=== block 1 ===
**Block 1: logic cells by family**

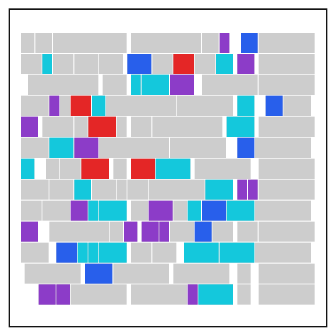
**Block 1: congestion heat map**

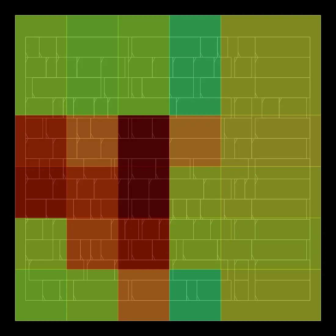
**Block 1: met2 routing**

Cells faint in the background.
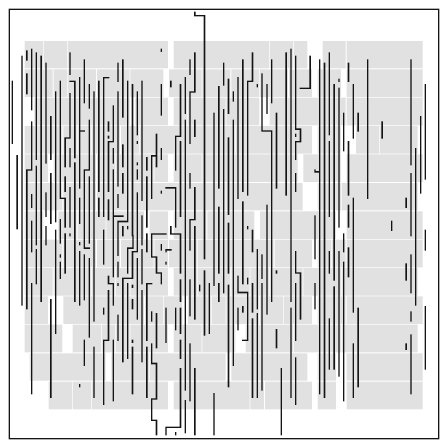
`config.mk`:
```
export PLATFORM = sky130hd
export DESIGN_NAME = mc_controller
export DESIGN_NICKNAME = d
export VERILOG_FILES = /design/src/rtl/ctrl_pkg.sv /design/src/rtl/mc_controller.sv
export SDC_FILE = /design/constraint.sdc
export NUM_CORES = 1
export LEC_CHECK = 0
export CAP_MARGIN = 20
export CORE_UTILIZATION = 45
export CTS_CLUSTER_SIZE = 24
export DETAILED_ROUTE_END_ITERATION = 12
export PLACE_DENSITY = 0.83
export SLEW_MARGIN = 20
export SYNTH_ARGS = -nofsm -noshare
export SYNTH_HDL_FRONTEND = slang
export SYNTH_SLANG_ARGS = --single-unit
```
`constraint.sdc`:
```
create_clock -name clk -period 2.2 [get_ports clk]
set_input_delay 0.22 -clock clk [delete_from_list [all_inputs] [get_ports clk]]
set_output_delay 0.22 -clock clk [all_outputs]
set_load 0.1 [all_outputs]
```
`src/rtl/ctrl_pkg.sv`:
```
// ctrl_pkg: shared types and constants for the multicycle control FSM
// (mc_controller) and the ALU decoder downstream of it (aludec).
//   state_t    : 4-bit FSM state encoding, FETCH..TRAP
//   OP_*       : 4-bit opcodes (instr[15:12])
//   ALUOP_*    : aluop codes consumed by aludec
//   ALUSRCB_*  : ALU B-operand select codes
//   PCSRC_*    : next-PC select codes
//   ctrl_t     : bundle of all datapath control outputs
package ctrl_pkg;

  typedef enum logic [3:0] {
    FETCH   = 4'd0,
    DECODE  = 4'd1,
    MEMADR  = 4'd2,
    MEMRD   = 4'd3,
    MEMWB   = 4'd4,
    MEMWR   = 4'd5,
    EXECUTE = 4'd6,
    ALUWB   = 4'd7,
    BRANCH  = 4'd8,
    ADDIEX  = 4'd9,
    ADDIWB  = 4'd10,
    JUMP    = 4'd11,
    TRAP    = 4'd12
  } state_t;

  localparam logic [3:0] OP_RTYPE = 4'b0000;
  localparam logic [3:0] OP_LW    = 4'b0001;
  localparam logic [3:0] OP_SW    = 4'b0010;
  localparam logic [3:0] OP_BEQ   = 4'b0011;
  localparam logic [3:0] OP_ADDI  = 4'b0100;
  localparam logic [3:0] OP_J     = 4'b0101;

  localparam logic [1:0] ALUOP_ADD   = 2'b00;
  localparam logic [1:0] ALUOP_SUB   = 2'b01;
  localparam logic [1:0] ALUOP_FUNCT = 2'b10;

  localparam logic [1:0] ALUSRCB_REGB = 2'b00;
  localparam logic [1:0] ALUSRCB_ONE  = 2'b01;
  localparam logic [1:0] ALUSRCB_IMM  = 2'b10;

  localparam logic [1:0] PCSRC_ALU    = 2'b00;
  localparam logic [1:0] PCSRC_ALUOUT = 2'b01;
  localparam logic [1:0] PCSRC_JUMP   = 2'b10;

  typedef struct packed {
    logic       mem_req;
    logic       iord;
    logic       memwrite;
    logic       irwrite;
    logic       pcwrite;
    logic       branch;
    logic       regwrite;
    logic       regdst;
    logic       memtoreg;
    logic       alusrca;
    logic [1:0] alusrcb;
    logic [1:0] pcsrc;
    logic [1:0] aluop;
    logic       illegal;
  } ctrl_t;

endpackage

```
`src/rtl/mc_controller.sv`:
```
// mc_controller: multicycle main control FSM for the teaching CPU.
// Sequences fetch/decode/execute/memory/writeback from the opcode and
// drives the datapath enables; memory accesses stall on a req/ready
// handshake.
// Ports:
//   clk, rst_n            clock, async active-low reset
//   opcode[OPW-1:0]       instr[15:12], sampled only in DECODE
//   mem_ready             memory completes the current access
//   mem_req, iord, memwrite, irwrite, pcwrite, branch, regwrite,
//   regdst, memtoreg, alusrca, alusrcb[1:0], pcsrc[1:0], aluop[1:0]
//                         datapath controls (Moore, except the FETCH
//                         irwrite/pcwrite pulse which follows mem_ready)
//   illegal               sticky: undefined opcode decoded (TRAP state)
//   state_o[3:0]          current state encoding
module mc_controller
  import ctrl_pkg::*;
#(
  parameter int OPW = 4
) (
  input  logic           clk,
  input  logic           rst_n,
  input  logic [OPW-1:0] opcode,
  input  logic           mem_ready,
  output logic           mem_req,
  output logic           iord,
  output logic           memwrite,
  output logic           irwrite,
  output logic           pcwrite,
  output logic           branch,
  output logic           regwrite,
  output logic           regdst,
  output logic           memtoreg,
  output logic           alusrca,
  output logic [1:0]     alusrcb,
  output logic [1:0]     pcsrc,
  output logic [1:0]     aluop,
  output logic           illegal,
  output logic [3:0]     state_o
);

  state_t state_reg;
  state_t state_next;
  // run_reg holds the FSM idle until the first clock edge after reset is
  // released, so the first real FETCH cycle begins on that edge.
  logic   run_reg;
  // LW vs SW is captured in DECODE because opcode is only valid there;
  // MEMADR needs it one cycle later.
  logic   is_lw_reg;
  ctrl_t  ctrl;
  logic   out_en;

  // State register
  always_ff @(posedge clk or negedge rst_n) begin
    if (!rst_n) begin
      state_reg <= FETCH;
      run_reg   <= 1'b0;
      is_lw_reg <= 1'b0;
    end else begin
      run_reg <= 1'b1;
      if (run_reg) begin
        state_reg <= state_next;
      end
      if (run_reg && state_reg == DECODE) begin
        is_lw_reg <= (opcode == OP_LW);
      end
    end
  end

  // Next-state logic
  always_comb begin
    state_next = state_reg;
    case (state_reg)
      FETCH:   if (mem_ready) state_next = DECODE;
      DECODE: begin
        case (opcode)
          OP_LW, OP_SW: state_next = MEMADR;
          OP_RTYPE:     state_next = EXECUTE;
          OP_BEQ:       state_next = BRANCH;
          OP_ADDI:      state_next = ADDIEX;
          OP_J:         state_next = JUMP;
          default:      state_next = TRAP;
        endcase
      end
      MEMADR:  state_next = is_lw_reg ? MEMRD : MEMWR;
      MEMRD:   if (mem_ready) state_next = MEMWB;
      MEMWB:   state_next = FETCH;
      MEMWR:   if (mem_ready) state_next = FETCH;
      EXECUTE: state_next = ALUWB;
      ALUWB:   state_next = FETCH;
      BRANCH:  state_next = FETCH;
      ADDIEX:  state_next = ADDIWB;
      ADDIWB:  state_next = FETCH;
      JUMP:    state_next = FETCH;
      TRAP:    state_next = TRAP;
      default: state_next = FETCH;  // unused encodings recover
    endcase
  end

  // Output decode
  always_comb begin
    ctrl = '0;
    case (state_reg)
      FETCH: begin
        ctrl.mem_req = 1'b1;
        ctrl.alusrcb = ALUSRCB_ONE;
        ctrl.aluop   = ALUOP_ADD;
        ctrl.pcsrc   = PCSRC_ALU;
        // PC/IR load only on the cycle the instruction word arrives.
        ctrl.irwrite = mem_ready;
        ctrl.pcwrite = mem_ready;
      end
      DECODE: begin
        ctrl.alusrcb = ALUSRCB_IMM;
        ctrl.aluop   = ALUOP_ADD;
      end
      MEMADR, ADDIEX: begin
        ctrl.alusrca = 1'b1;
        ctrl.alusrcb = ALUSRCB_IMM;
        ctrl.aluop   = ALUOP_ADD;
      end
      MEMRD: begin
        ctrl.mem_req = 1'b1;
        ctrl.iord    = 1'b1;
      end
      MEMWB: begin
        ctrl.regwrite = 1'b1;
        ctrl.memtoreg = 1'b1;
      end
      MEMWR: begin
        ctrl.mem_req  = 1'b1;
        ctrl.iord     = 1'b1;
        ctrl.memwrite = 1'b1;
      end
      EXECUTE: begin
        ctrl.alusrca = 1'b1;
        ctrl.alusrcb = ALUSRCB_REGB;
        ctrl.aluop   = ALUOP_FUNCT;
      end
      ALUWB: begin
        ctrl.regwrite = 1'b1;
        ctrl.regdst   = 1'b1;
      end
      BRANCH: begin
        ctrl.alusrca = 1'b1;
        ctrl.alusrcb = ALUSRCB_REGB;
        ctrl.aluop   = ALUOP_SUB;
        ctrl.branch  = 1'b1;
        ctrl.pcsrc   = PCSRC_ALUOUT;
      end
      ADDIWB: begin
        ctrl.regwrite = 1'b1;
      end
      JUMP: begin
        ctrl.pcwrite = 1'b1;
        ctrl.pcsrc   = PCSRC_JUMP;
      end
      TRAP: begin
        ctrl.illegal = 1'b1;
      end
      default: ctrl = '0;
    endcase
  end

  // rst_n gates the outputs combinationally so a store or register write
  // in progress is cut off the instant reset is asserted, not at the
  // next edge.
  assign out_en = rst_n & run_reg;

  assign mem_req  = out_en & ctrl.mem_req;
  assign iord     = out_en & ctrl.iord;
  assign memwrite = out_en & ctrl.memwrite;
  assign irwrite  = out_en & ctrl.irwrite;
  assign pcwrite  = out_en & ctrl.pcwrite;
  assign branch   = out_en & ctrl.branch;
  assign regwrite = out_en & ctrl.regwrite;
  assign regdst   = out_en & ctrl.regdst;
  assign memtoreg = out_en & ctrl.memtoreg;
  assign alusrca  = out_en & ctrl.alusrca;
  assign alusrcb  = out_en ? ctrl.alusrcb : 2'b00;
  assign pcsrc    = out_en ? ctrl.pcsrc   : 2'b00;
  assign aluop    = out_en ? ctrl.aluop   : 2'b00;
  assign illegal  = out_en & ctrl.illegal;
  assign state_o  = rst_n ? state_reg : FETCH;

endmodule
```
==> qor.yml <==
outcome: "complete, no violations"
clk_share: 0.01748
async_reset_ff_frac: 1.000
largest_reg_flops: 4
grt.overflow.total: 0
n_fill_cell: 35
dieArea_um2: 1681
numPortBuffers: 27
edf_count: 0
seq_share: 0.1175
ys.flops: 6
numPlacedInstances: 132
hold_violations: 0
gp_congestion: 0.8196
syn_to_final_growth_pct: 88.30
avgViaCountPerCell: 6.956
logic_gates: 75
inverters: 2
wl_met1_um: 942
fin_worst_skew_ns: 0.0009164
cts_buffer_depth: 2
first_pass_iters: 4
synth_nets: 99
Notes on 'logic cells by family' of block 1 above:
[cyan] nor cells | cells: 22
[red] non-inverting ao/oa cells | cells: 5
[blue] and/or cells | cells: 8
[purple] nand cells | cells: 17 | where: spread over the die
Commonest Layout Cell: buf_12
Final Non-Filler Cells: 135
logic share of the area: 0.4311

Notes on 'congestion heat map' of block 1 above:
WL/cell: 20.84 µm
Most Crowded Layer GR: met2
total global routing track utilization: 0.3905
M2 GR Usage: 0.6797
met3 global-route usage: 0.04891

Notes on 'met2 routing' of block 1 above:
wire length on this layer: 1360 µm
main direction: vertical
longest straight run: 32.0 µm
nets with wire on the layer: 122
drt total wl: 2813 µm
via count: 939

[what timing repair did]
action | 4_1_cts | 5_1_grt
resized | 0 | 1
setup endpoints to repair | 0 | 1
hold buffers | 0 | 0
[per-stage QoR]
stage | utilization | setup slack [ns] | setup TNS, ns | cell area (µm²) | hold slack (ns)
CTS | 0.9537 | 0.05503 | 0 | 1287 | 0.3406
detailed placement | 0.9370 | 0.2180 | 0 | 1265 | 0.5310
global route | 0.9546 | 0.04101 | 0 | 1289 | 0.3458
global placement | 0.9370 | 0.2897 | 0 | 1265 | 0.5093
finish | 0.9546 | 0.06437 | 0 | 1289 | 0.3447
floorplan | - | -0.5561 | -4.145 | 759.5 | -0.07559
[per-layer routing]
layer	vias up	GRT usage
met1	423	0.4801
met4	0	0.1500
li1	395	-
met2	104	0.6797
met5	-	0
met3	17	0.04891
[kinds of logic (layout without fill, tap and decap cells)]
group           count (synthesis)  after routing  synth area share
compound gates                 25             25            0.2797
buf+inv                        11             39           0.07861
flops                           6              6            0.2194
xor+xnor                        1              1           0.01280
simple gates                   47             47            0.3876
mux                             1              1           0.01645
other cells                     1              1          0.005479

=== block 2 ===
**Block 2: the metal 3 layer**

The bar under the picture is 20 µm long.
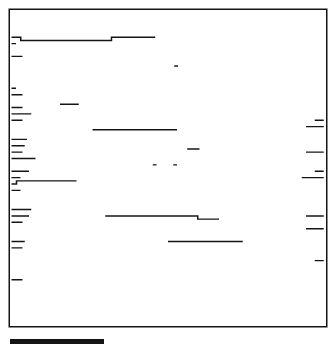
**Block 2: met2 routing**

Cells faint in the background.
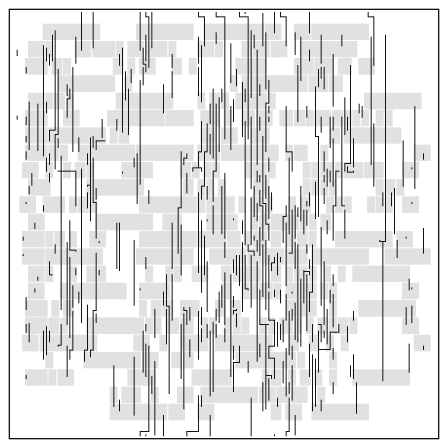
[config.mk]
export PLATFORM = sky130hd
export DESIGN_NAME = vga_timing
export DESIGN_NICKNAME = d
export VERILOG_FILES = /design/src/rtl/vga_timing.sv
export SDC_FILE = /design/constraint.sdc
export NUM_CORES = 1
export LEC_CHECK = 0
export ABC_AREA = 1
export CAP_MARGIN = 20
export CORE_UTILIZATION = 45
export DETAILED_ROUTE_END_ITERATION = 8
export PLACE_DENSITY_LB_ADDON = 0.12
export REMOVE_ABC_BUFFERS = 1
export SLEW_MARGIN = 40
export SYNTH_ARGS = -nofsm -noshare
export SYNTH_HDL_FRONTEND = slang
export SYNTH_SLANG_ARGS = --single-unit
[constraint.sdc]
create_clock -name clk1_50 -period 3.26 [get_ports clk1_50]
set_input_delay 0.978 -clock clk1_50 [delete_from_list [all_inputs] [get_ports clk1_50]]
set_output_delay 0.978 -clock clk1_50 [all_outputs]
set_load 0.1 [all_outputs]
[src/rtl/vga_timing.sv]
// VGA raster timing generator: 25 MHz pixel enable derived from a 50 MHz clock,
// h/v counters, active-low syncs and a blanking-gated colour register.
package pkg;
    typedef logic [11:0] color_t;
endpackage

module vga_timing #(
    parameter int H_ACTIVE = 640,
    parameter int H_FP     = 16,
    parameter int H_SYNC   = 96,
    parameter int H_BP     = 48,
    parameter int V_ACTIVE = 480,
    parameter int V_FP     = 10,
    parameter int V_SYNC   = 2,
    parameter int V_BP     = 33
) (
    input  logic        clk1_50,
    input  logic        rst,
    input  pkg::color_t pix_color,
    output logic [9:0]  pix_x,
    output logic [9:0]  pix_y,
    output logic        pix_valid,
    output logic        pix_ce,
    output logic        frame_start,
    output pkg::color_t vga_color,
    output logic        vga_hs,
    output logic        vga_vs
);

    localparam int H_TOTAL      = H_ACTIVE + H_FP + H_SYNC + H_BP;
    localparam int V_TOTAL      = V_ACTIVE + V_FP + V_SYNC + V_BP;
    localparam int H_SYNC_START = H_ACTIVE + H_FP;
    localparam int H_SYNC_END   = H_ACTIVE + H_FP + H_SYNC;
    localparam int V_SYNC_START = V_ACTIVE + V_FP;
    localparam int V_SYNC_END   = V_ACTIVE + V_FP + V_SYNC;

    logic [9:0] h_cnt;
    logic [9:0] v_cnt;
    logic       h_last;
    logic       v_last;
    logic       h_in_sync;
    logic       v_in_sync;

    // Compares are done in int so a 1024 total cannot alias in 10 bits.
    always_comb begin
        h_last    = (int'(h_cnt) == H_TOTAL - 1);
        v_last    = (int'(v_cnt) == V_TOTAL - 1);
        h_in_sync = (int'(h_cnt) >= H_SYNC_START) && (int'(h_cnt) < H_SYNC_END);
        v_in_sync = (int'(v_cnt) >= V_SYNC_START) && (int'(v_cnt) < V_SYNC_END);
    end

    assign pix_x       = h_cnt;
    assign pix_y       = v_cnt;
    assign pix_valid   = (int'(h_cnt) < H_ACTIVE) && (int'(v_cnt) < V_ACTIVE);
    assign frame_start = pix_ce && (h_cnt == '0) && (v_cnt == '0);

    always_ff @(posedge clk1_50 or posedge rst) begin
        if (rst) begin
            pix_ce <= 1'b0;
            h_cnt  <= '0;
            v_cnt  <= '0;
        end else begin
            pix_ce <= ~pix_ce;
            if (pix_ce) begin
                if (h_last) begin
                    h_cnt <= '0;
                    v_cnt <= v_last ? '0 : v_cnt + 10'd1;
                end else begin
                    h_cnt <= h_cnt + 10'd1;
                end
            end
        end
    end

    // Outputs sample the coordinate of the pixel period that is just ending,
    // so colour and both syncs carry the same one-pixel latency.
    always_ff @(posedge clk1_50 or posedge rst) begin
        if (rst) begin
            vga_color <= '0;
            vga_hs    <= 1'b1;
            vga_vs    <= 1'b1;
        end else if (pix_ce) begin
            vga_color <= pix_valid ? pix_color : '0;
            vga_hs    <= ~h_in_sync;
            vga_vs    <= ~v_in_sync;
        end
    end

endmodule

==> qor.yml <==
outcome: "complete, no violations"
hp-class: "reg -> reg"
post_cts_buffers: 0
final_antenna_net_count: 0
slew_viol_final: 0
fp.coreArea_um2: 4058
period_minus_slack_ns: 2.753
logic_family: "simple AND/OR/NAND/NOR gates"
ys_warn_count: 0
powerDensity_nw_per_um2: 361.8
fin_nets: 310
p_int_mw: 0.6620
dieArea_um2: 4536
fa_ha_area_frac: 0.03255
ys_cells: 239
layout_top_cell: "nand2_1"
ys_seq_frac: 0.4570
switchingPower_mw: 0.2321
syn_area_per_cell_um2: 8.041
async_reset_ff_frac: 1.000
common_cells: "69 x nand2_1, 33 x dfrtp_1, 27 x inv_1, 18 x nor2_1, 18 x o21ai_0"
worst-setup-path-type: "reg -> out"
grt_first_pass_wirelength_um: 6817
tool_warnings: 28
ctsResizeCount: 0
flop_cell: "dfrtp_1"
reg2reg_to: "vga_hs"
cts_root_buffer: "clkbuf_8"
cpLargestDelayFamily: "simple AND/OR/NAND/NOR gates"
About 'the metal 3 layer' of block 2:
nets with wire on the layer: 34
share of all routed wire: 4.4%
main direction: horizontal
via count: 1669
drt total wl: 4115 µm
met3 global-route usage: 0.05912

About 'met2 routing' of block 2:
nets with wire on the layer: 220
share of all routed wire: 45%
wire length on this layer: 1870 µm
M2 GR Usage: 0.3113

-- per-stage QoR --
stage | setup slack [ns] | hold slack [ns] | instances | setup TNS, ns | util
2_1_floorplan | -0.7095 | 0.7618 | 232 | -0.7095 | -
3_3_place_gp | 0.8802 | 0.4760 | 334 | 0 | 0.5843
3_5_place_dp | 0.8375 | 0.4805 | 334 | 0 | 0.5843
4_1_cts | 0.5170 | 0.4987 | 342 | 0 | 0.6090
5_1_grt | 0.4155 | 0.5245 | 342 | 0 | 0.6090
6_report | 0.5067 | 0.4924 | 342 | 0 | 0.6090
-- layout make-up --
type	count	area (µm²)
tap	50	62.56
fill	378	1587
multi-input combinational	169	888.4
sequential	35	878.3
clock buffer	8	100.1
timing repair buffer	52	435.4
inverter	28	106.4
-- sequential cells by signal, indices dropped and copies added, names as in the netlist --
name and cells:
pix_x 10, vga_vs 1, vga_hs 1, vga_color 12, pix_y 10, pix_ce 1
-- worst max path at each step --
stage / slack (ns) / to / cells after the start
after floorplan: -0.71 / frame_start / 4
after global placement: 0.88 / frame_start / 7
after detailed placement: 0.84 / frame_start / 7
after CTS: 0.52 / frame_start / 7
after global routing: 0.42 / frame_start / 7
final: 0.51 / frame_start / 7

